######## design 1 ########
design_1/cell_classes.png
Scale bar: 20 µm.
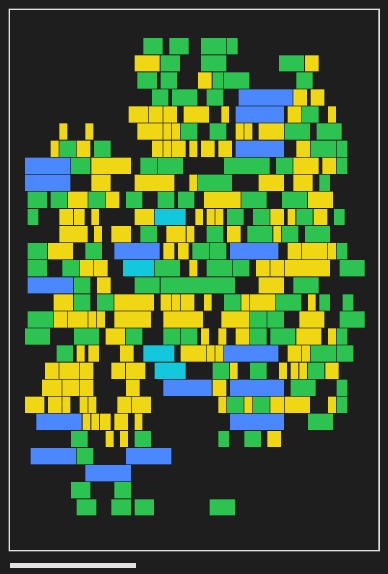
design_1/drive_strength.png
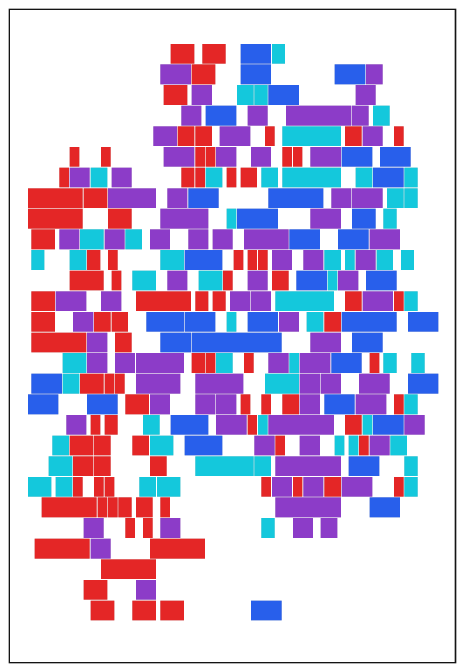
`config.mk`:
```
export PLATFORM = sky130hd
export DESIGN_NAME = control_sequencer
export DESIGN_NICKNAME = d
export VERILOG_FILES = /design/src/rtl/ctrl_pkg.sv /design/src/rtl/control_sequencer.sv
export SDC_FILE = /design/constraint.sdc
export NUM_CORES = 1
export LEC_CHECK = 0
export ABC_AREA = 1
export CAP_MARGIN = 20
export CORE_ASPECT_RATIO = 1.5
export CORE_MARGIN = 2
export CORE_UTILIZATION = 25
export DETAILED_ROUTE_END_ITERATION = 10
export SYNTH_ARGS = -nofsm -noshare
export SYNTH_HDL_FRONTEND = slang
export SYNTH_SLANG_ARGS = --single-unit
```
`constraint.sdc`:
```
create_clock -name CLK -period 1.3 [get_ports CLK]
set_input_delay 0.39 -clock CLK [delete_from_list [all_inputs] [get_ports CLK]]
set_output_delay 0.39 -clock CLK [all_outputs]
set_load 0.01 [all_outputs]
```
`src/rtl/ctrl_pkg.sv`:
```
// Shared definitions for the accumulator-machine control sequencer:
// opcode values, one-hot state encodings and control-word bit positions.
package ctrl_pkg;

    localparam int OP_W_DEF  = 4;
    localparam int CNT_W_DEF = 8;

    localparam logic [3:0] OP_LDA = 4'b0000;
    localparam logic [3:0] OP_ADD = 4'b0001;
    localparam logic [3:0] OP_SUB = 4'b0010;
    localparam logic [3:0] OP_OUT = 4'b1110;
    localparam logic [3:0] OP_HLT = 4'b1111;

    // Bits 0..6 are T1..T7 and are exported directly as T_state; HALT sits
    // on bit 7 so T_state reads all-zero while halted.
    typedef enum logic [7:0] {
        ST_T1   = 8'b0000_0001,
        ST_T2   = 8'b0000_0010,
        ST_T3   = 8'b0000_0100,
        ST_T4   = 8'b0000_1000,
        ST_T5   = 8'b0001_0000,
        ST_T6   = 8'b0010_0000,
        ST_T7   = 8'b0100_0000,
        ST_HALT = 8'b1000_0000
    } state_t;

    // Control-word bit positions, shared by the sequencer and its consumers.
    localparam int CW_CP     = 0;
    localparam int CW_EP     = 1;
    localparam int CW_LM     = 2;
    localparam int CW_CE     = 3;
    localparam int CW_LI     = 4;
    localparam int CW_EI     = 5;
    localparam int CW_LA     = 6;
    localparam int CW_EA     = 7;
    localparam int CW_LB     = 8;
    localparam int CW_SU     = 9;
    localparam int CW_ALU_OE = 10;
    localparam int CW_EU     = 11;
    localparam int CW_LO     = 12;
    localparam int CW_W      = 13;

    typedef enum logic [2:0] {
        CLS_LDA,
        CLS_ADD,
        CLS_SUB,
        CLS_OUT,
        CLS_HLT,
        CLS_NOP
    } op_class_t;

    // Collapse the raw opcode into the handful of behaviours the FSM cares about.
    function automatic op_class_t classify(input logic [3:0] op);
        case (op)
            OP_LDA:  return CLS_LDA;
            OP_ADD:  return CLS_ADD;
            OP_SUB:  return CLS_SUB;
            OP_OUT:  return CLS_OUT;
            OP_HLT:  return CLS_HLT;
            default: return CLS_NOP;
        endcase
    endfunction

endpackage

```
`src/rtl/control_sequencer.sv`:
```
// Fetch/execute sequencer for the 8-bit accumulator machine. Steps T1..T7
// (plus HALT) and decodes the opcode into the per-cycle control word.
//
// state | meaning
// T1    | PC onto bus, load MAR
// T2    | increment PC
// T3    | RAM onto bus, load IR
// T4    | execute step 1 (operand address / OUT / NOP / HLT dispatch)
// T5    | execute step 2 (RAM read into A or B)
// T6    | ALU result captured
// T7    | ALU result into accumulator
// HALT  | stopped; only CLR leaves
module control_sequencer
    import ctrl_pkg::*;
#(
    parameter int OP_W  = OP_W_DEF,
    parameter int CNT_W = CNT_W_DEF
) (
    input  logic             CLK,
    input  logic             CLR,
    input  logic [OP_W-1:0]  IR_op,
    output logic             CP,
    output logic             EP,
    output logic             LM,
    output logic             CE,
    output logic             LI,
    output logic             EI,
    output logic             LA,
    output logic             EA,
    output logic             LB,
    output logic             SU,
    output logic             ALU_OE,
    output logic             EU,
    output logic             LO,
    output logic             HLT,
    output logic [6:0]       T_state,
    output logic [CNT_W-1:0] INSTR_CNT
);

    state_t             state;
    state_t             state_nxt;
    op_class_t          op_cls;
    logic               last_cycle;
    logic [CW_W-1:0]    cw;
    logic [CNT_W-1:0]   instr_cnt;

    assign op_cls = classify(IR_op);

    // State register; CLR restarts the fetch from T1.
    always_ff @(posedge CLK) begin
        if (CLR) begin
            state <= ST_T1;
        end else begin
            state <= state_nxt;
        end
    end

    // Next-state logic; T1..T3 never look at IR_op.
    always_comb begin
        state_nxt = ST_T1;
        case (state)
            ST_T1: state_nxt = ST_T2;
            ST_T2: state_nxt = ST_T3;
            ST_T3: state_nxt = ST_T4;
            ST_T4: begin
                case (op_cls)
                    CLS_LDA, CLS_ADD, CLS_SUB: state_nxt = ST_T5;
                    CLS_HLT:                   state_nxt = ST_HALT;
                    default:                   state_nxt = ST_T1;
                endcase
            end
            ST_T5: begin
                if (op_cls == CLS_ADD || op_cls == CLS_SUB) begin
                    state_nxt = ST_T6;
                end else begin
                    state_nxt = ST_T1;
                end
            end
            ST_T6:   state_nxt = ST_T7;
            ST_T7:   state_nxt = ST_T1;
            ST_HALT: state_nxt = ST_HALT;
            default: state_nxt = ST_T1;
        endcase
    end

    // Final cycle of each instruction; HLT retires on its way into HALT.
    always_comb begin
        last_cycle = 1'b0;
        case (state)
            ST_T4: last_cycle = (op_cls == CLS_OUT) || (op_cls == CLS_NOP) ||
                                (op_cls == CLS_HLT);
            ST_T5: last_cycle = (op_cls == CLS_LDA);
            ST_T7: last_cycle = 1'b1;
            default: last_cycle = 1'b0;
        endcase
    end

    // Retired-instruction counter, wraps naturally at 2^CNT_W.
    always_ff @(posedge CLK) begin
        if (CLR) begin
            instr_cnt <= '0;
        end else if (last_cycle) begin
            instr_cnt <= instr_cnt + 1'b1;
        end
    end

    // Control-word decode; CLR masks every strobe so an aborted
    // instruction cannot write anything on the reset edge.
    always_comb begin
        cw = '0;
        if (!CLR) begin
            case (state)
                ST_T1: begin
                    cw[CW_EP] = 1'b1;
                    cw[CW_LM] = 1'b1;
                end
                ST_T2: cw[CW_CP] = 1'b1;
                ST_T3: begin
                    cw[CW_CE] = 1'b1;
                    cw[CW_LI] = 1'b1;
                end
                ST_T4: begin
                    case (op_cls)
                        CLS_LDA, CLS_ADD, CLS_SUB: begin
                            cw[CW_EI] = 1'b1;
                            cw[CW_LM] = 1'b1;
                        end
                        CLS_OUT: begin
                            cw[CW_EA] = 1'b1;
                            cw[CW_LO] = 1'b1;
                        end
                        default: cw = '0;
                    endcase
                end
                ST_T5: begin
                    if (op_cls == CLS_LDA) begin
                        cw[CW_CE] = 1'b1;
                        cw[CW_LA] = 1'b1;
                    end else if (op_cls == CLS_ADD || op_cls == CLS_SUB) begin
                        cw[CW_CE] = 1'b1;
                        cw[CW_LB] = 1'b1;
                    end
                end
                ST_T6: begin
                    cw[CW_ALU_OE] = 1'b1;
                    cw[CW_SU]     = (op_cls == CLS_SUB);
                end
                ST_T7: begin
                    cw[CW_EU] = 1'b1;
                    cw[CW_LA] = 1'b1;
                    cw[CW_SU] = (op_cls == CLS_SUB);
                end
                default: cw = '0;
            endcase
        end
    end

    // Status outputs; T_state reads T1 while CLR is held.
    always_comb begin
        HLT     = (state == ST_HALT) && !CLR;
        T_state = CLR ? 7'b000_0001 : state[6:0];
    end

    assign CP        = cw[CW_CP];
    assign EP        = cw[CW_EP];
    assign LM        = cw[CW_LM];
    assign CE        = cw[CW_CE];
    assign LI        = cw[CW_LI];
    assign EI        = cw[CW_EI];
    assign LA        = cw[CW_LA];
    assign EA        = cw[CW_EA];
    assign LB        = cw[CW_LB];
    assign SU        = cw[CW_SU];
    assign ALU_OE    = cw[CW_ALU_OE];
    assign EU        = cw[CW_EU];
    assign LO        = cw[CW_LO];
    assign INSTR_CNT = instr_cnt;

endmodule

```
==> flow_metrics.py <==
# Flow results
metrics = {
    "worst_setup_path": {
        "worst_r2r_endpoint": "INSTR_CNT[6]",
        "critPathBufInv": 4,
        "setup.worst_path.end_class": "primary output",
        "slowest_delay_ns": 0.34,
        "crit_path_end": "LM",
    },
    "place": {
        "dp_slack_ns": -1.09,
    },
    "power": {
        "power_frac_clock_pct": 30.2,
        "p_leak_nw": 1.13,
    },
    "flow_run": {
        "warnings": 29,
    },
    "final_timing": {
        "setup_viol": 31,
        "finalWorstSetupSlack_ns": -0.636,
        "finalCritPeriodShare_pct": 149,
    },
    "synthesis": {
        "logic_family": "simple AND/OR/NAND/NOR gates",
        "top_cell_area_share_pct": 28.6,
        "netlist.top_cell.by_area": "dfxtp_1",
        "yosys.area_share.aoi_pct": 8.82,
        "ys_cells": 158,
        "floorplan.nets": 165,
        "avgSynthCellArea_um2": 7.10,
        "synthCells": 158,
        "xor_area_share_pct": 3.13,
        "mux_share_pct": 0,
    },
    "worst_hold_path": {
        "whs_path_depth": 5,
    },
    "layout": {
        "final_cell_mix": "buf_4 (49), buf_6 (28), nor2_1 (18)",
        "final_area_um2": 2310,
    },
    "clock_network": {
        "worstSkewPairLatency_ns": 0.25,
        "cts-resized-gates": 151,
    },
    "die": {
        "die_w_um": 58.7,
    },
    "global_route": {
        "grt_pass1_vias": 1430,
        "grt_usage_pct": 16.2,
    },
    "run_status": {
        "violations": "DRC, setup timing",
        "outcome": "finished, violations left",
    },
    "detailed_routing": {
        "drc": 2,
    },
}
## Picture notes: design_1/cell_classes.png
class	color	cells	share of their area
other buffers and delay cells	green	106	41%
clock drivers and dummy loads	cyan	4	2.4%
flops	blue	16	15%
all other logic	yellow	138	41%

## Picture notes: design_1/drive_strength.png
size	color	cells	share
drive 2	cyan	57	22%
drive 6 and up	blue	37	14%
drive 3 to 4	purple	78	30%
drive 1 or less	red	92	35%

per-layer routing:
layer | vias up | share of wire, % | track usage (%)
li1 | 737 | - | -
met1 | 640 | 36 | 16.5
met2 | 25 | 59 | 33.1
met3 | 6 | 3.0 | 1.66
met4 | 0 | 1.6 | 4.55
met5 | - | 0 | 0
layout make-up:
type	instances	area (µm²)	share of cell area, %
Sequential cell	16	340	14.7
Multi-Input combinational cell	118	847	36.6
Tap cell	46	57.6	2.49
Inverter	20	87.6	3.79
Timing Repair Buffer	106	926	40.0
Clock buffer	4	55.1	2.38

######## design 2 ########
design_2/cell_classes.png
Scale bar: 20 µm.
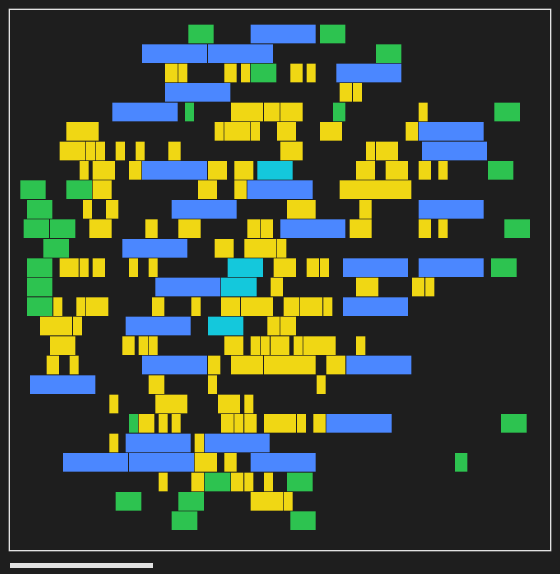
design_2/clock_map.png
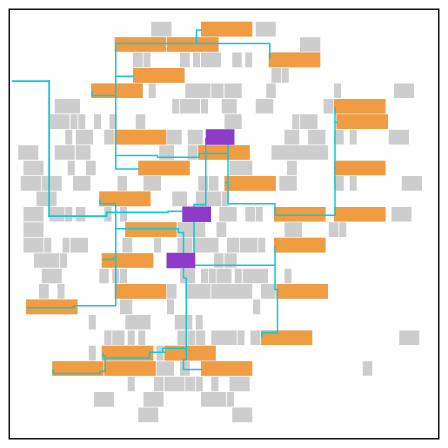
design_2/met1.png
Supply wires on this layer in gray. Cells faint in the background.
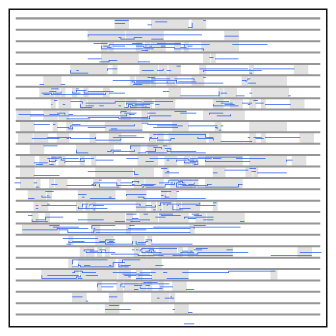
===== config.mk =====
export PLATFORM = sky130hd
export DESIGN_NAME = seq_mult_param
export DESIGN_NICKNAME = d
export VERILOG_FILES = /design/src/rtl/seq_mult_param.sv
export SDC_FILE = /design/constraint.sdc
export NUM_CORES = 1
export LEC_CHECK = 0
export CAP_MARGIN = 20
export CORE_UTILIZATION = 28
export CTS_CLUSTER_DIAMETER = 30
export DETAILED_ROUTE_END_ITERATION = 8
export GPL_TIMING_DRIVEN = 0
export PLACE_DENSITY = 0.52
export SLEW_MARGIN = 10
export SYNTH_ARGS = -nofsm -noshare
export SYNTH_HDL_FRONTEND = slang
export SYNTH_SLANG_ARGS = --single-unit

===== constraint.sdc =====
create_clock -name clk -period 2.3 [get_ports clk]
set_input_delay 0.23 -clock clk [delete_from_list [all_inputs] [get_ports clk]]
set_output_delay 0.23 -clock clk [all_outputs]
set_load 0.02 [all_outputs]

===== src/rtl/seq_mult_param.sv =====
`default_nettype none
// ============================================================================
// Module      : seq_mult_param
// Description : Parametrised sequential shift-add multiplier. Operands are
//               converted to magnitudes at start, one partial product is
//               accumulated per clock, and the sign is restored when the
//               result is registered. Start/busy/done handshake.
// Revision    : 1.0 - initial release
// ============================================================================
module seq_mult_param #(
    parameter int W = 4
) (
    input  logic                     clk,
    input  logic                     rst_n,
    input  logic                     start,
    input  logic                     signed_mode,
    input  logic [W-1:0]             A,
    input  logic [W-1:0]             B,
    output logic                     busy,
    output logic                     done,
    output logic [2*W-1:0]           product,
    output logic [$clog2(W+1)-1:0]   counter
);

    localparam int CW = $clog2(W+1);

    typedef enum logic [1:0] {
        IDLE = 2'd0,
        CALC = 2'd1,
        DONE = 2'd2
    } state_t;

    state_t          state;

    // Operand magnitude, sign of the result and the split accumulator.
    // acc_hi carries one extra bit so the add never loses its carry before
    // the shift brings it back down.
    logic [W-1:0]    a_mag;
    logic            neg;
    logic [W:0]      acc_hi;
    logic [W-1:0]    acc_lo;

    logic [W-1:0]    a_in_mag;
    logic [W-1:0]    b_in_mag;
    logic            in_neg;
    logic [W:0]      step_sum;
    logic [W:0]      step_hi;
    logic [W-1:0]    step_lo;
    logic [2*W-1:0]  raw_prod;
    logic [2*W-1:0]  final_prod;

    // Magnitude of an operand; in signed mode the most negative value maps
    // to 2^(W-1), which still fits in W unsigned bits.
    function automatic logic [W-1:0] magnitude(input logic [W-1:0] x,
                                               input logic         sm);
        if (sm && x[W-1]) begin
            return ~x + W'(1);
        end
        return x;
    endfunction

    // Input-side magnitudes and result sign, captured on an accepted start.
    always_comb begin
        a_in_mag = magnitude(A, signed_mode);
        b_in_mag = magnitude(B, signed_mode);
        in_neg   = signed_mode & (A[W-1] ^ B[W-1]);
    end

    // One shift-add step: conditionally add the multiplicand into the high
    // half, then shift the whole accumulator right by one.
    always_comb begin
        step_sum = acc_hi + ({1'b0, a_mag} & {(W+1){acc_lo[0]}});
        step_hi  = {1'b0, step_sum[W:1]};
        step_lo  = {step_sum[0], acc_lo[W-1:1]};
    end

    // Final result: the low 2W accumulator bits, negated when the operand
    // signs differed.
    always_comb begin
        raw_prod   = {acc_hi[W-1:0], acc_lo};
        final_prod = neg ? (~raw_prod + (2*W)'(1)) : raw_prod;
    end

    // Control FSM with registered handshake outputs and datapath registers.
    always_ff @(posedge clk or negedge rst_n) begin
        if (!rst_n) begin
            state   <= IDLE;
            busy    <= 1'b0;
            done    <= 1'b0;
            product <= '0;
            counter <= '0;
            a_mag   <= '0;
            neg     <= 1'b0;
            acc_hi  <= '0;
            acc_lo  <= '0;
        end else begin
            case (state)
                IDLE: begin
                    busy <= 1'b0;
                    done <= 1'b0;
                    if (start) begin
                        a_mag   <= a_in_mag;
                        neg     <= in_neg;
                        acc_hi  <= '0;
                        acc_lo  <= b_in_mag;
                        counter <= '0;
                        busy    <= 1'b1;
                        state   <= CALC;
                    end
                end
                CALC: begin
                    if (counter == CW'(W)) begin
                        // All W partial products are in; publish the result.
                        product <= final_prod;
                        done    <= 1'b1;
                        state   <= DONE;
                    end else begin
                        acc_hi  <= step_hi;
                        acc_lo  <= step_lo;
                        counter <= counter + CW'(1);
                    end
                end
                DONE: begin
                    // Start is deliberately not sampled here; it is only
                    // honoured once back in IDLE.
                    done  <= 1'b0;
                    busy  <= 1'b0;
                    state <= IDLE;
                end
                default: begin
                    busy  <= 1'b0;
                    done  <= 1'b0;
                    state <= IDLE;
                end
            endcase
        end
    end

endmodule
`default_nettype wire


==> flow_metrics.py <==
# Flow results
metrics = {
    "layout": {
        "comb_area_share_pct": 39.4,
        "nFlopsAndLatches": 28,
        "synthToLayoutAreaGrowth_pct": 25.7,
        "drive_gt1_share_pct": 6.99,
    },
    "detailed_routing": {
        "antenna_left": 0,
    },
    "worst_setup_path": {
        "critPathSlowestCell": "dfrtp_1",
        "cp.depth": 6,
        "slowest_delay_ns": 0.48,
    },
    "global_route": {
        "grt_pass1_vias": 1056,
        "grt_pass1_wl_um": 5170,
        "overflow": 0,
        "antenna_found_initial": 0,
    },
    "die": {
        "die_w_um": 75.4,
    },
    "synthesis": {
        "ys_area_um2": 1510,
        "top_cell_area_share_pct": 46.4,
        "synth.top_cells.by_count": "dfrtp_1 (28), nand2_1 (28), o21ai_0 (14)",
    },
    "run_status": {
        "outcome": "complete, no violations",
    },
    "place": {
        "place_inst": 251,
    },
    "power": {
        "combPwrFrac_pct": 49.1,
        "p_seq_share_pct": 37.9,
    },
    "final_timing": {
        "post-route-min-period_ns": 1.79,
    },
    "clock_network": {
        "cts_max_path_buffers": 2,
        "hold_buffers": 1,
        "h-tree-depth": 1,
    },
    "flow_run": {
        "drv_cap": 0,
    },
}
Notes on design_2/cell_classes.png above:
class	color	cells	share of their area
clock drivers and dummy loads	cyan	4	3.0%
flops	blue	28	39%
other buffers and delay cells	green	28	14%
all other logic	yellow	126	44%

Notes on design_2/clock_map.png above:
[clock wires] cyan | length: 374 µm
[cells driving clock nets] purple | count: 3
[flip-flops] orange | count: 28
routed clock nets	4

Notes on design_2/met1.png above:
main direction	horizontal
wire length on this layer	1540 µm
nets with wire on the layer	184
longest straight run	27.1 µm
share of all routed wire	50%

[worst paths after layout]
kind	from	to	slack [ns]
worst max-delay path	acc_lo[0]	acc_hi[1]	0.51
worst min-delay path	a_mag[3]	a_mag[3]	0.48
worst max register to register	acc_lo[0]	acc_hi[1]	0.51
worst min register to register	a_mag[3]	a_mag[3]	0.48
max in group asynchronous	rst_n	product[0]	1.38
min in group asynchronous	rst_n	counter[0]	0.51
[metal layers]
layer	GRT usage [%]	vias to the layer above	wire [µm]
li1	-	590	-
met1	17.0	506	1540
met2	19.7	26	1380
met3	1.98	4	93
met4	4.32	0	35
met5	0	-	0

######## design 3 ########
design_3/met1.png
Supply wires on this layer in gray. Cells faint in the background.
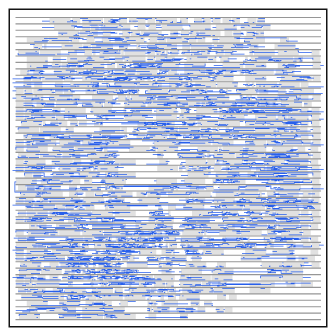
design_3/cell_classes.png
Scale bar: 50 µm.
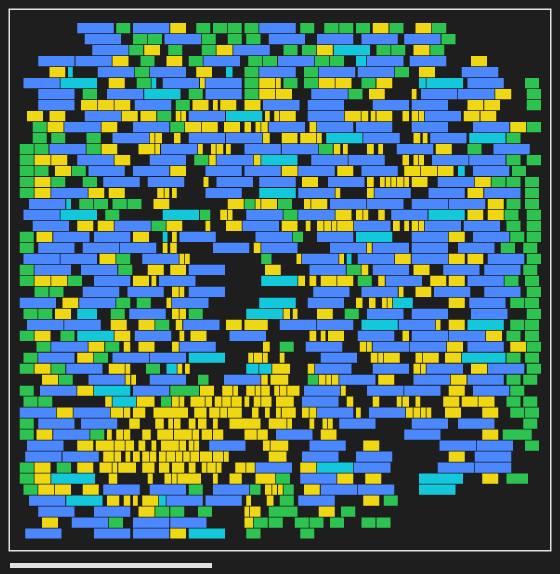
$ cat config.mk
export PLATFORM = sky130hd
export DESIGN_NAME = kdtree_input_router
export DESIGN_NICKNAME = d
export VERILOG_FILES = /design/src/rtl/kdtree_input_router.sv
export SDC_FILE = /design/constraint.sdc
export NUM_CORES = 1
export LEC_CHECK = 0
export CORE_MARGIN = 2
export CORE_UTILIZATION = 55
export DETAILED_ROUTE_END_ITERATION = 8
export PLACE_DENSITY = 0.84
export SYNTH_ARGS = -nofsm -noshare
export SYNTH_HDL_FRONTEND = slang
export SYNTH_SLANG_ARGS = --single-unit
$ cat constraint.sdc
create_clock -name clk -period 3.4 [get_ports clk]
set_input_delay 0.85 -clock clk [delete_from_list [all_inputs] [get_ports clk]]
set_output_delay 0.85 -clock clk [all_outputs]
set_load 0.005 [all_outputs]
$ cat src/rtl/kdtree_input_router.sv
// kdtree_input_router: drains the input FIFO after load_kdtree and routes the
// word stream into internal-node, leaf and query-patch record writes.
// Optional build macro KDTREE_ROUTER_CHECK_EN: clamps out-of-range node split
// dimensions to PATCH_SIZE-1 and adds the sticky err_dim output.
module kdtree_input_router #(
  parameter int unsigned DATA_WIDTH = 11,
  parameter int unsigned PATCH_SIZE = 5,
  parameter int unsigned LEAF_SIZE  = 8,
  parameter int unsigned NUM_LEAVES = 64,
  parameter int unsigned NUM_QUERYS = 494
) (
  input  logic                                    clk,
  input  logic                                    rst_n,
  input  logic                                    load_kdtree,
  input  logic [DATA_WIDTH-1:0]                   fifo_rdata,
  input  logic                                    fifo_rempty_n,
  output logic                                    fifo_deq,
  output logic                                    node_wen,
  output logic [$clog2(NUM_LEAVES-1)-1:0]         node_waddr,
  output logic [$clog2(PATCH_SIZE)-1:0]           node_wdim,
  output logic [DATA_WIDTH-1:0]                   node_wmedian,
  output logic                                    leaf_wen,
  output logic [$clog2(NUM_LEAVES)-1:0]           leaf_waddr,
  output logic [$clog2(LEAF_SIZE)-1:0]            leaf_wpatch,
  output logic [DATA_WIDTH*PATCH_SIZE-1:0]        leaf_wdata,
  output logic [DATA_WIDTH-1:0]                   leaf_widx,
  output logic                                    query_wen,
  output logic [$clog2(NUM_QUERYS)-1:0]           query_waddr,
  output logic [DATA_WIDTH*PATCH_SIZE-1:0]        query_wdata,
  output logic                                    busy,
  output logic                                    load_done
`ifdef KDTREE_ROUTER_CHECK_EN
  ,
  output logic                                    err_dim
`endif
);

  localparam int unsigned NA_W  = $clog2(NUM_LEAVES-1);
  localparam int unsigned WD_W  = $clog2(PATCH_SIZE);
  localparam int unsigned LA_W  = $clog2(NUM_LEAVES);
  localparam int unsigned LS_W  = $clog2(LEAF_SIZE);
  localparam int unsigned QA_W  = $clog2(NUM_QUERYS);
  localparam int unsigned REC_W = DATA_WIDTH*PATCH_SIZE;
  localparam int unsigned RC_W  = (LA_W+LS_W > QA_W) ? LA_W+LS_W : QA_W;
  localparam int unsigned WC_W  = $clog2(PATCH_SIZE+1);

  localparam logic [RC_W-1:0] NODE_LAST  = RC_W'(NUM_LEAVES-2);
  localparam logic [RC_W-1:0] LEAF_LAST  = RC_W'(NUM_LEAVES*LEAF_SIZE-1);
  localparam logic [RC_W-1:0] QUERY_LAST = RC_W'(NUM_QUERYS-1);
  localparam logic [WC_W-1:0] LEAF_IDX_WC  = WC_W'(PATCH_SIZE);
  localparam logic [WC_W-1:0] QUERY_END_WC = WC_W'(PATCH_SIZE-1);

  typedef enum logic [2:0] {
    S_IDLE,
    S_NODES,
    S_LEAVES,
    S_QUERY,
    S_DONE
  } state_t;

  state_t              state;
  logic [WC_W-1:0]     wc;
  logic [RC_W-1:0]     rc;
  logic [REC_W-1:0]    asm_data;
  logic [WD_W-1:0]     dim_q;

  logic active;

  // Pop the FIFO head whenever a word is available in a loading state;
  // a start pulse takes priority and suppresses the pop.
  always_comb begin
    active    = (state == S_NODES) || (state == S_LEAVES) || (state == S_QUERY);
    fifo_deq  = fifo_rempty_n && active && !load_kdtree;
    busy      = active;
    load_done = (state == S_DONE);
  end

  // Sequencer, record assembly and registered write strobes.
  always_ff @(posedge clk or negedge rst_n) begin
    if (!rst_n) begin
      state        <= S_IDLE;
      wc           <= '0;
      rc           <= '0;
      asm_data     <= '0;
      dim_q        <= '0;
      node_wen     <= 1'b0;
      node_waddr   <= '0;
      node_wdim    <= '0;
      node_wmedian <= '0;
      leaf_wen     <= 1'b0;
      leaf_waddr   <= '0;
      leaf_wpatch  <= '0;
      leaf_wdata   <= '0;
      leaf_widx    <= '0;
      query_wen    <= 1'b0;
      query_waddr  <= '0;
      query_wdata  <= '0;
`ifdef KDTREE_ROUTER_CHECK_EN
      err_dim      <= 1'b0;
`endif
    end else begin
      node_wen  <= 1'b0;
      leaf_wen  <= 1'b0;
      query_wen <= 1'b0;
      if (load_kdtree) begin
        state    <= S_NODES;
        wc       <= '0;
        rc       <= '0;
        asm_data <= '0;
        dim_q    <= '0;
`ifdef KDTREE_ROUTER_CHECK_EN
        err_dim  <= 1'b0;
`endif
      end else if (fifo_deq) begin
        case (state)
          S_NODES: begin
            if (wc == '0) begin
`ifdef KDTREE_ROUTER_CHECK_EN
              if (fifo_rdata >= DATA_WIDTH'(PATCH_SIZE)) begin
                dim_q   <= WD_W'(PATCH_SIZE-1);
                err_dim <= 1'b1;
              end else begin
                dim_q <= fifo_rdata[WD_W-1:0];
              end
`else
              dim_q <= fifo_rdata[WD_W-1:0];
`endif
              wc <= WC_W'(1);
            end else begin
              node_wen     <= 1'b1;
              node_waddr   <= rc[NA_W-1:0];
              node_wdim    <= dim_q;
              node_wmedian <= fifo_rdata;
              wc           <= '0;
              if (rc == NODE_LAST) begin
                rc    <= '0;
                state <= S_LEAVES;
              end else begin
                rc <= rc + RC_W'(1);
              end
            end
          end
          S_LEAVES: begin
            if (wc == LEAF_IDX_WC) begin
              leaf_wen    <= 1'b1;
              leaf_waddr  <= rc[LS_W +: LA_W];
              leaf_wpatch <= rc[LS_W-1:0];
              leaf_wdata  <= asm_data;
              leaf_widx   <= fifo_rdata;
              wc          <= '0;
              if (rc == LEAF_LAST) begin
                rc    <= '0;
                state <= S_QUERY;
              end else begin
                rc <= rc + RC_W'(1);
              end
            end else begin
              for (int unsigned k = 0; k < PATCH_SIZE; k++)
                if (wc == WC_W'(k)) asm_data[k*DATA_WIDTH +: DATA_WIDTH] <= fifo_rdata;
              wc <= wc + WC_W'(1);
            end
          end
          S_QUERY: begin
            if (wc == QUERY_END_WC) begin
              query_wen   <= 1'b1;
              query_waddr <= rc[QA_W-1:0];
              // Last word bypasses the assembly register straight into the top field.
              query_wdata <= {fifo_rdata, asm_data[REC_W-DATA_WIDTH-1:0]};
              wc          <= '0;
              if (rc == QUERY_LAST) begin
                rc    <= '0;
                state <= S_DONE;
              end else begin
                rc <= rc + RC_W'(1);
              end
            end else begin
              for (int unsigned k = 0; k < PATCH_SIZE; k++)
                if (wc == WC_W'(k)) asm_data[k*DATA_WIDTH +: DATA_WIDTH] <= fifo_rdata;
              wc <= wc + WC_W'(1);
            end
          end
          default: ;
        endcase
      end
    end
  end

endmodule

==> flow_metrics.py <==
# Flow results
metrics = {
    "worst_setup_path": {
        "r2r-start": "rc[0]",
        "worst_r2r_endpoint": "rc[3]",
        "crit_start": "fifo_rempty_n",
        "setup.worst_path.end_class": "primary output",
        "worstRegToRegCells": 9,
    },
    "layout": {
        "final_area_um2": 12100,
        "inverters": 8,
        "logic_area_um2": 3170,
        "fin_util_pct": 73.3,
        "buffers_excl_clock": 191,
        "flop_area_um2": 5880,
        "clkCellAreaFrac_pct": 6.86,
    },
    "die": {
        "die_w_um": 134,
        "initCoreUtil_pct": 56.0,
        "tapCellCount": 220,
        "dieArea_um2": 17900,
        "chipHeight_um": 134,
    },
    "global_route": {
        "grt_pass1_wl_um": 35200,
        "grt_usage_pct": 25.0,
        "overflow": 0,
    },
    "final_timing": {
        "clock.fmax_mhz": 319,
        "hold_viol": 0,
        "hold_ws_ns": 0.293,
    },
    "power": {
        "p_seq_share_pct": 48.6,
        "ir_drop_uv": 504,
        "power-top-group": "sequential cells",
    },
    "synthesis": {
        "xor_area_share_pct": 0,
        "ys_area_um2": 9250,
        "edf_count": 0,
        "syn_area_um2": 9250,
        "yosys.area_share.aoi_pct": 5.95,
        "ys_seq_share_pct": 63.5,
    },
    "clock_network": {
        "cts_made_buffers": 25,
        "clk_pin_slew_ns": 0.06,
        "h-tree-depth": 1,
    },
    "detailed_routing": {
        "wl_per_cell_um": 19.8,
    },
    "place": {
        "placed_area_um2": 11300,
    },
    "run_status": {
        "outcome": "complete, no violations",
    },
}
## Picture notes: design_3/met1.png
share of all routed wire	41%
wire length on this layer	9050 µm
nets with wire on the layer	773
longest straight run	35.0 µm
main direction	horizontal

## Picture notes: design_3/cell_classes.png
class	color	cells	share of their area
all other logic	yellow	412	27%
other buffers and delay cells	green	191	16%
flops	blue	235	50%
clock drivers and dummy loads	cyan	44	7.0%

kinds of logic after synthesis:
family	after synthesis
fa+ha+maj	9
flops	235
buf+inv	48
simple gates	142
mux	160
compound gates	93
synth_stat cells (all sizes together), types with 5 or more instances:
cell,n,share of area (%)
dfrtp,235,64
mux2,159,19
nand2,84,3.4
o21ai,64,3.5
buf,23,1.5
clkbuf,17,0.69
nand3,17,0.92
nor2,12,0.49
ha,9,1.2
inv,8,0.32
a21oi,7,0.38
nor3,6,0.38
nor4,5,0.41

######## design 4 ########
design_4/drive_strength.png
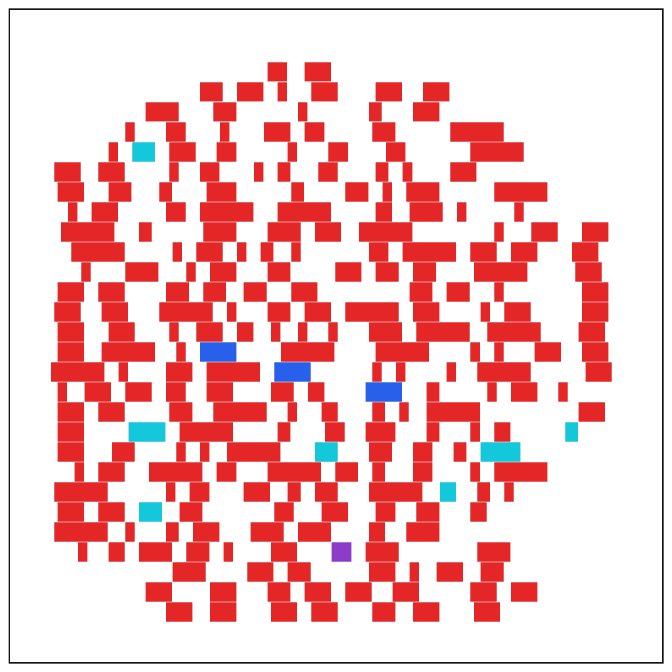
design_4/clock_map.png
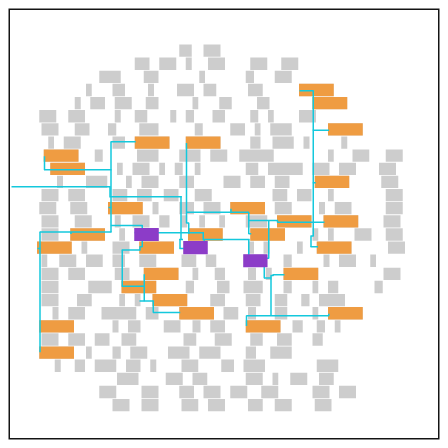
**src/rtl/math_addsub_pipe.sv**
```systemverilog
// math_addsub_pipe -- pipelined signed adder/subtractor with a segmented carry chain.
//
// The operands are split into NSEG = LATENCY+1 segments, LSB first. Segment k
// is one bit wider than floor(WIDTH/NSEG) when k < WIDTH mod NSEG. Segment 0
// is summed in the input cycle. Each later segment is summed one register
// stage after the previous one, and takes the registered carry as its
// carry-in. Operands travel up the pipeline beside the partial result, so
// every segment of a sample lines up at the output.
//
// Optional feature: define MATH_ADDSUB_SAT_EN to clamp dout on signed
// overflow. With the macro undefined, dout wraps modulo 2^WIDTH. Both builds
// have the same latency.
//
// Parameters:
//   WIDTH   operand/result width, 2..64
//   LATENCY register stages from input to output, 0..WIDTH-1
// Ports:
//   clk        rising-edge clock
//   rst        synchronous active-high reset; clears every register, overrides ena
//   ena        pipeline advance; low holds every register
//   vin        input operands valid
//   sub        0: dina+dinb, 1: dina-dinb (travels with its operands)
//   dina/dinb  signed operands
//   dout       signed result, combinational from the final segment
//   vout       dout valid
//   ovf        signed overflow of dout, qualified by vout
module math_addsub_pipe #(
  parameter int WIDTH   = 16,
  parameter int LATENCY = 1
) (
  input  logic             clk,
  input  logic             rst,
  input  logic             ena,
  input  logic             vin,
  input  logic             sub,
  input  logic [WIDTH-1:0] dina,
  input  logic [WIDTH-1:0] dinb,
  output logic [WIDTH-1:0] dout,
  output logic             vout,
  output logic             ovf
);

  localparam int NSEG = LATENCY + 1;
  localparam int BASE = WIDTH / NSEG;
  localparam int REM  = WIDTH % NSEG;

  // Stage s holds full-width operands, the sub flag, the carry into segment s
  // and the partial result (segments below s already filled in). Bits that a
  // stage no longer needs are left in place and trimmed by synthesis.
  for (genvar s = 0; s < NSEG; s++) begin : g_seg
    localparam int SW = BASE + ((s < REM) ? 1 : 0);
    localparam int LO = s * BASE + ((s < REM) ? s : REM);
    localparam int HI = LO + SW - 1;

    logic [WIDTH-1:0] a, b, r_in, r_out;
    logic             sb, ci, co;
    logic [SW:0]      sum;

    if (s == 0) begin : g_in
      // Subtract is a + ~b + 1. The +1 enters as the carry-in of segment 0.
      assign a    = dina;
      assign b    = dinb;
      assign sb   = sub;
      assign ci   = sub;
      assign r_in = '0;
    end else begin : g_reg
      always_ff @(posedge clk) begin
        if (rst) begin
          a    <= '0;
          b    <= '0;
          sb   <= 1'b0;
          ci   <= 1'b0;
          r_in <= '0;
        end else if (ena) begin
          a    <= g_seg[s-1].a;
          b    <= g_seg[s-1].b;
          sb   <= g_seg[s-1].sb;
          ci   <= g_seg[s-1].co;
          r_in <= g_seg[s-1].r_out;
        end
      end
    end

    assign sum = {1'b0, a[HI:LO]} + {1'b0, b[HI:LO] ^ {SW{sb}}} + {{SW{1'b0}}, ci};
    assign co  = sum[SW];

    always_comb begin
      r_out        = r_in;
      r_out[HI:LO] = sum[SW-1:0];
    end

    if (s == NSEG - 1) begin : g_last
      // The last stage reads only its own operand slice and ignores the
      // incoming copy of its own result slice.
      logic unused_last;
      assign unused_last = ^{a, b, r_in};
    end
  end

  // Valid travels in a shift register beside the data. Entry 0 is the live input.
  logic [LATENCY:0] vld_pipe;
  assign vld_pipe[0] = vin;

  if (LATENCY > 0) begin : g_vld
    always_ff @(posedge clk) begin
      if (rst)      vld_pipe[LATENCY:1] <= '0;
      else if (ena) vld_pipe[LATENCY:1] <= vld_pipe[LATENCY-1:0];
    end
  end

  assign vout = vld_pipe[LATENCY];

  // Overflow is the carry into the MSB XOR the carry out of the MSB. The
  // carry into the MSB comes back out of the MSB sum bit: a ^ b' ^ s.
  logic [WIDTH-1:0] raw;
  logic             b_msb, c_msb;

  assign raw   = g_seg[LATENCY].r_out;
  assign b_msb = g_seg[LATENCY].b[WIDTH-1] ^ g_seg[LATENCY].sb;
  assign c_msb = g_seg[LATENCY].a[WIDTH-1] ^ b_msb ^ raw[WIDTH-1];
  assign ovf   = c_msb ^ g_seg[LATENCY].co;

`ifdef MATH_ADDSUB_SAT_EN
  // A wrapped result has the wrong sign. A negative-looking raw result
  // therefore means positive overflow, and the output clamps to the
  // opposite extreme of the raw sign.
  assign dout = ovf ? {~raw[WIDTH-1], {(WIDTH-1){raw[WIDTH-1]}}} : raw;
`else
  assign dout = raw;
`endif

endmodule

```
**config.mk**
```make
export PLATFORM = sky130hd
export DESIGN_NAME = math_addsub_pipe
export DESIGN_NICKNAME = d
export VERILOG_FILES = /design/src/rtl/math_addsub_pipe.sv
export SDC_FILE = /design/constraint.sdc
export NUM_CORES = 1
export LEC_CHECK = 0
export ABC_CLOCK_PERIOD_IN_PS = 8680
export CAP_MARGIN = 20
export CELL_PAD_IN_SITES_DETAIL_PLACEMENT = 2
export CELL_PAD_IN_SITES_GLOBAL_PLACEMENT = 2
export CORE_MARGIN = 5
export CORE_UTILIZATION = 29
export CTS_CLUSTER_SIZE = 14
export DETAILED_ROUTE_END_ITERATION = 10
export HOLD_SLACK_MARGIN = 0.03
export PLACE_DENSITY = 0.87
export SETUP_SLACK_MARGIN = 0.3
export SYNTH_ARGS = -nofsm -noshare
export SYNTH_HDL_FRONTEND = slang
export SYNTH_SLANG_ARGS = --single-unit
```
**constraint.sdc**
```tcl
create_clock -name clk -period 8.68 [get_ports clk]
set_input_delay 2.604 -clock clk [delete_from_list [all_inputs] [get_ports clk]]
set_output_delay 2.604 -clock clk [all_outputs]
set_load 0.05 [all_outputs]
```
==> flow_metrics.py <==
# Flow results
metrics = {
    "clock_network": {
        "cts-resized-gates": 0,
    },
    "power": {
        "power_mw": 0.399,
        "p_seq_mw": 0.141,
        "p_leak_nw": 1.05,
    },
    "worst_setup_path": {
        "crit_start": "g_seg[1].sb",
        "critPathLaunchType": "flop",
    },
    "flow_run": {
        "warnings": 26,
    },
    "synthesis": {
        "synth.top_cells.by_count": "nor2_1 (34), dfxtp_1 (27), mux2i_1 (21)",
        "yosys.area_share.simple_pct": 13.2,
        "xor_area_share_pct": 10.7,
        "top_cell_area_share_pct": 30.1,
    },
    "final_timing": {
        "rsz0062_at_grt": "false",
    },
    "place": {
        "numPortBuffers": 54,
    },
    "layout": {
        "diodes": 1,
        "fillers": 690,
        "synthToLayoutAreaGrowth_pct": 35.8,
    },
    "run_status": {
        "outcome": "complete, no violations",
    },
    "global_route": {
        "grt-busiest-layer": "met2",
    },
    "die": {
        "rows": 28,
    },
}
Notes on design_4/drive_strength.png above:
size	color	cells	share
drive 3 to 4	purple	1	0.40%
drive 6 and up	blue	3	1.2%
drive 2	cyan	7	2.8%
drive 1 or less	red	238	96%

Notes on design_4/clock_map.png above:
[cells driving clock nets] purple | count: 3
[flip-flops] orange | count: 27
[clock wires] cyan | length: 347 µm
routed clock nets	4
Worst Skew: 0 ns
Clk. pwr: 0.0722 mW
Clock power frac: 18.1%
Clk Latency, worst-skew pair: 0.27 ns

-- tightest hold or removal path, cell delays in order, from the launching register on --
cell and delay (ns):
dfxtp_1 0.33, nand2_1 0.06, a21oi_1 0.05
-- sequential cells by signal, summed over array words and instances, names as in the netlist --
name        cells
g_seg.sb        1
g_seg.a         8
g_seg.b         8
g_seg.r_in      8
vout            1
g_seg.ci        1

######## design 5 ########
design_5/drive_strength.png
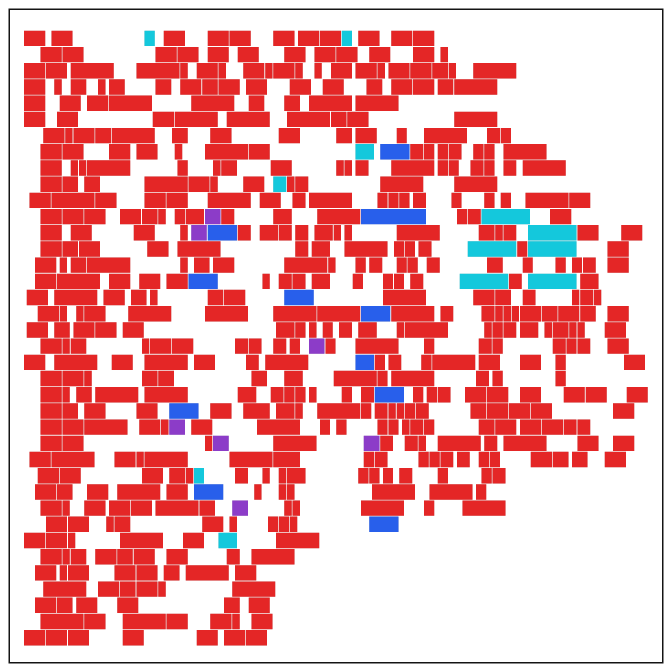
design_5/met1.png
Supply wires on this layer in gray. Cells faint in the background.
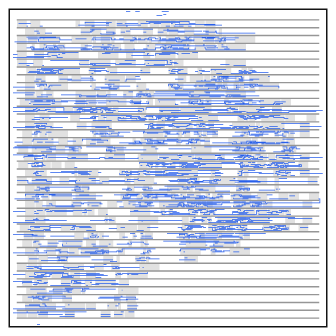
<file path="src/rtl/wb_port_arbiter.sv">
// Register-file write-port arbiter.
// The single-cycle ALU writeback and the multi-cycle LSU writeback share one
// write port. The ALU normally has fixed priority. A starvation counter moves
// the arbiter into a one-cycle FORCE state that stalls the ALU and lets the
// waiting LSU result through. A busy scoreboard tracks destination registers
// that still have LSU results outstanding, so decode can detect RAW hazards.
module wb_port_arbiter #(
    parameter int XLEN         = 32,
    parameter int AW           = 5,
    parameter int STARVE_LIMIT = 4
) (
    input  logic            clk,
    input  logic            reset,
    // ALU writeback path
    input  logic            alu_valid,
    input  logic [AW-1:0]   alu_rd,
    input  logic [XLEN-1:0] alu_wdata,
    output logic            alu_stall,
    // LSU / multiply writeback path
    input  logic            lsu_valid,
    input  logic [AW-1:0]   lsu_rd,
    input  logic [XLEN-1:0] lsu_wdata,
    output logic            lsu_ready,
    // Issue of long-latency ops (sets scoreboard entries)
    input  logic            iss_valid,
    input  logic [AW-1:0]   iss_rd,
    // Decode hazard lookup
    input  logic [AW-1:0]   rs1,
    input  logic [AW-1:0]   rs2,
    output logic            hazard1,
    output logic            hazard2,
    // Register file write port
    output logic            rf_wen,
    output logic [AW-1:0]   rf_rd,
    output logic [XLEN-1:0] rf_wdata
);

    localparam int NREG = 2 ** AW;
    localparam int CW   = $clog2(STARVE_LIMIT + 1);
    localparam logic [CW-1:0] LIMIT = CW'(STARVE_LIMIT);

    typedef enum logic {
        NORMAL = 1'b0,
        FORCE  = 1'b1
    } state_t;

    state_t             r_state;
    state_t             w_state_next;
    logic [CW-1:0]      r_wait_cnt;
    logic [CW-1:0]      w_wait_next;
    logic               r_alu_stall;
    logic [NREG-1:0]    r_busy;
    logic [NREG-1:0]    w_set;
    logic [NREG-1:0]    w_clr;
    logic               w_lsu_ready;
    logic               w_lsu_gnt;
    logic               w_alu_gnt;
    logic               r_rf_wen;
    logic [AW-1:0]      r_rf_rd;
    logic [XLEN-1:0]    r_rf_wdata;

    // Grant decode: ALU wins in NORMAL, LSU is always accepted in FORCE.
    // Nothing is accepted while reset is held, so a request in flight at
    // reset must be presented again afterwards.
    always_comb begin
        w_lsu_ready = 1'b0;
        if (!reset) begin
            w_lsu_ready = (r_state == FORCE) ? 1'b1 : !alu_valid;
        end
        w_lsu_gnt = lsu_valid & w_lsu_ready;
        w_alu_gnt = alu_valid & (r_state == NORMAL) & !reset;
    end

    // Next-state and starvation counter update.
    always_comb begin
        w_state_next = r_state;
        w_wait_next  = r_wait_cnt;
        if (!lsu_valid || w_lsu_gnt) begin
            w_wait_next = '0;
        end else if (r_wait_cnt != LIMIT) begin
            w_wait_next = r_wait_cnt + 1'b1;
        end
        case (r_state)
            NORMAL: begin
                if (lsu_valid && !w_lsu_ready && (w_wait_next >= LIMIT)) begin
                    w_state_next = FORCE;
                end
            end
            FORCE: begin
                if (w_lsu_gnt || !lsu_valid) begin
                    w_state_next = NORMAL;
                end
            end
            default: w_state_next = NORMAL;
        endcase
    end

    // State, counter and registered ALU stall (tracks the FORCE state).
    always_ff @(posedge clk) begin
        if (reset) begin
            r_state     <= NORMAL;
            r_wait_cnt  <= '0;
            r_alu_stall <= 1'b0;
        end else begin
            r_state     <= w_state_next;
            r_wait_cnt  <= w_wait_next;
            r_alu_stall <= (w_state_next == FORCE);
        end
    end

    // Registered write port; grants are mutually exclusive by construction.
    always_ff @(posedge clk) begin
        if (reset) begin
            r_rf_wen   <= 1'b0;
            r_rf_rd    <= '0;
            r_rf_wdata <= '0;
        end else if (w_alu_gnt) begin
            r_rf_wen   <= (alu_rd != '0);
            r_rf_rd    <= alu_rd;
            r_rf_wdata <= alu_wdata;
        end else if (w_lsu_gnt) begin
            r_rf_wen   <= (lsu_rd != '0);
            r_rf_rd    <= lsu_rd;
            r_rf_wdata <= lsu_wdata;
        end else begin
            r_rf_wen   <= 1'b0;
        end
    end

    // Per-register set/clear decode; x0 can never become busy.
    generate
        for (genvar gi = 0; gi < NREG; gi++) begin : g_busy_dec
            if (gi == 0) begin : g_zero
                assign w_set[gi] = 1'b0;
                assign w_clr[gi] = 1'b0;
            end else begin : g_reg
                assign w_set[gi] = iss_valid & (iss_rd == AW'(gi));
                assign w_clr[gi] = w_lsu_gnt & (lsu_rd == AW'(gi));
            end
        end
    endgenerate

    // Busy scoreboard: a set in the same cycle as a clear wins.
    always_ff @(posedge clk) begin
        if (reset) begin
            r_busy <= '0;
        end else begin
            r_busy <= (r_busy & ~w_clr) | w_set;
        end
    end

    assign lsu_ready = w_lsu_ready;
    assign alu_stall = r_alu_stall;
    assign hazard1   = r_busy[rs1];
    assign hazard2   = r_busy[rs2];
    assign rf_wen    = r_rf_wen;
    assign rf_rd     = r_rf_rd;
    assign rf_wdata  = r_rf_wdata;

endmodule

</file>
<file path="config.mk">
export PLATFORM = sky130hd
export DESIGN_NAME = wb_port_arbiter
export DESIGN_NICKNAME = d
export VERILOG_FILES = /design/src/rtl/wb_port_arbiter.sv
export SDC_FILE = /design/constraint.sdc
export NUM_CORES = 1
export LEC_CHECK = 0
export CORE_MARGIN = 2
export CORE_UTILIZATION = 34
export DETAILED_ROUTE_END_ITERATION = 8
export GPL_ROUTABILITY_DRIVEN = 0
export PLACE_DENSITY = 0.63
export SLEW_MARGIN = 10
export SYNTH_ARGS = -nofsm -noshare
export SYNTH_HDL_FRONTEND = slang
export SYNTH_SLANG_ARGS = --single-unit
</file>
<file path="constraint.sdc">
create_clock -name clk -period 4.5 [get_ports clk]
set_clock_uncertainty 0.05 [all_clocks]
set_input_delay 0.9 -clock clk [delete_from_list [all_inputs] [get_ports clk]]
set_output_delay 0.9 -clock clk [all_outputs]
set_load 0.02 [all_outputs]
</file>
==> flow_metrics.py <==
# Flow results
metrics = {
    "layout": {
        "inverters": 11,
        "diodes": 0,
        "finalNonFillerCells": 693,
        "dominant_cells": "combinational gates",
        "nets": 644,
        "clkCellAreaFrac_pct": 3.60,
        "buffer_area_share_pct": 25.5,
        "comb.multi_input.count": 314,
    },
    "worst_hold_path": {
        "holdCritStartpoint": "r_busy[10]",
        "hp-class": "reg -> reg",
        "holdPathEnd": "r_busy[10]",
        "whs_path_depth": 2,
    },
    "clock_network": {
        "cts-resized-gates": 0,
        "clkSinkCount": 73,
        "clk_pin_slew_ns": 0.07,
        "post-cts-setup-buffers": 0,
    },
    "power": {
        "comb_power_mw": 0.324,
        "p_leak_nw": 1.97,
    },
    "run_status": {
        "outcome": "complete, no violations",
    },
    "synthesis": {
        "adder_share_pct": 0.661,
        "synth.distinct_cells": 35,
        "ys_area_um2": 3780,
        "mux_share_pct": 17.6,
        "ys_ff": 73,
        "xor_area_share_pct": 0.231,
    },
    "final_timing": {
        "finalCritPeriodShare_pct": 89.9,
        "clock.fmax_mhz": 247,
        "slew_headroom_pct": 54.5,
        "post-route-min-period_ns": 4.04,
    },
    "die": {
        "initCoreUtil_pct": 34.9,
        "chipHeight_um": 109,
        "dieArea_um2": 12000,
        "core_region_area_um2": 10800,
    },
    "place": {
        "dp_slack_ns": 0.483,
        "place_inst": 677,
    },
    "global_route": {
        "grt_pass1_wl_um": 18500,
        "overflow": 0,
    },
    "worst_setup_path": {
        "crit_start": "rs1[2]",
        "worst_r2r_endpoint": "rf_wdata[5]",
        "crit_family": "buffers and inverters",
        "cp.depth": 6,
        "r2r_setup_slack_ns": 2.60,
    },
    "flow_run": {
        "warnings": 27,
    },
    "detailed_routing": {
        "antenna_left": 0,
    },
}
Notes on design_5/drive_strength.png above:
size	color	cells	share
drive 3 to 4	purple	7	1.3%
drive 1 or less	red	523	95%
drive 6 and up	blue	11	2.0%
drive 2	cyan	12	2.2%

Notes on design_5/met1.png above:
longest straight run	35.0 µm
nets with wire on the layer	570
main direction	horizontal
share of all routed wire	45%
wire length on this layer	5290 µm

## flip-flops by register name, indices dropped and copies added (netlist names)
register and flops:
rf_wdata 32, r_busy 31, rf_rd 5, r_wait_cnt 3, alu_stall 1, rf_wen 1
## metal layers
metal  GRT usage (%)  vias to the layer above  routed length (µm)
met5               0                        -                   0
met4            5.88                        0                 141
met3            6.16                       12                1130
met2            30.1                      160                5090
met1            26.8                     1695                5290
li1                -                     1804                   -


## Gallery

Clock wiring as the flow saved it.
(a)
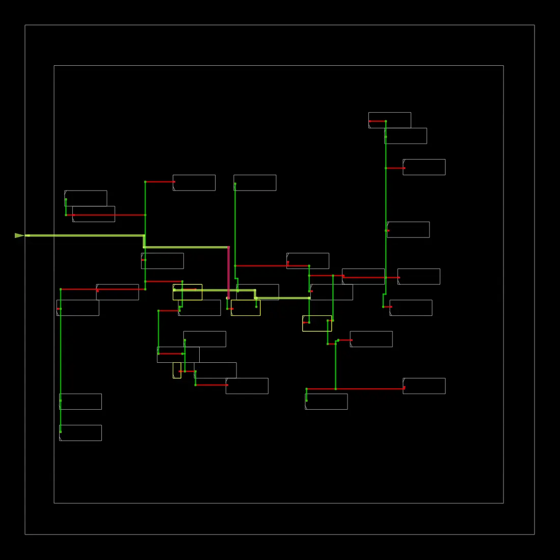
(b)
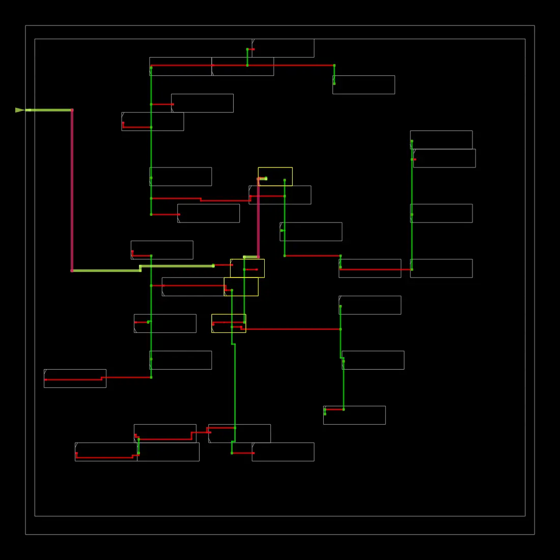
(c)
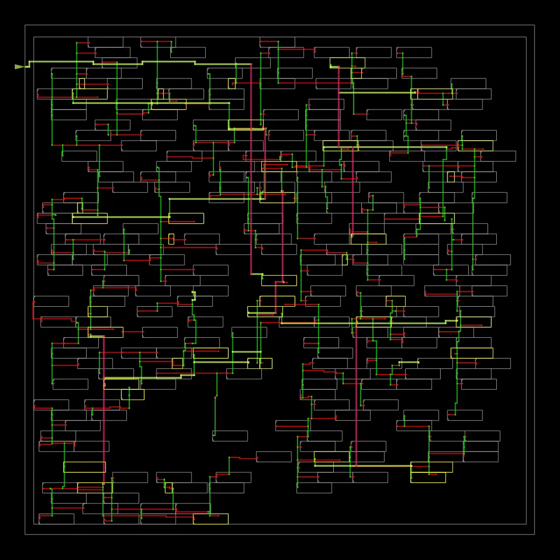
(d)
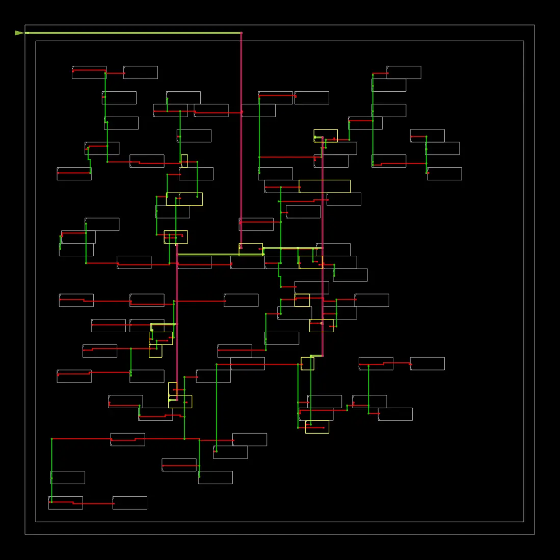
(e)
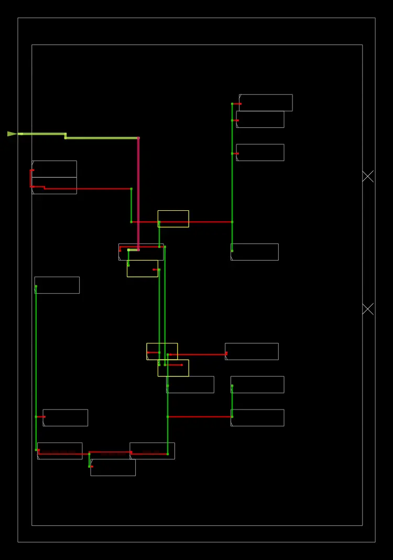
For design 4, see (a).
For design 2, see (b).
For design 5, see (d).
For design 3, see (c).
For design 1, see (e).
The one with the fewest sequential cells is (e).

Power figures rest on the tool's default switching activity, not on a simulated workload.
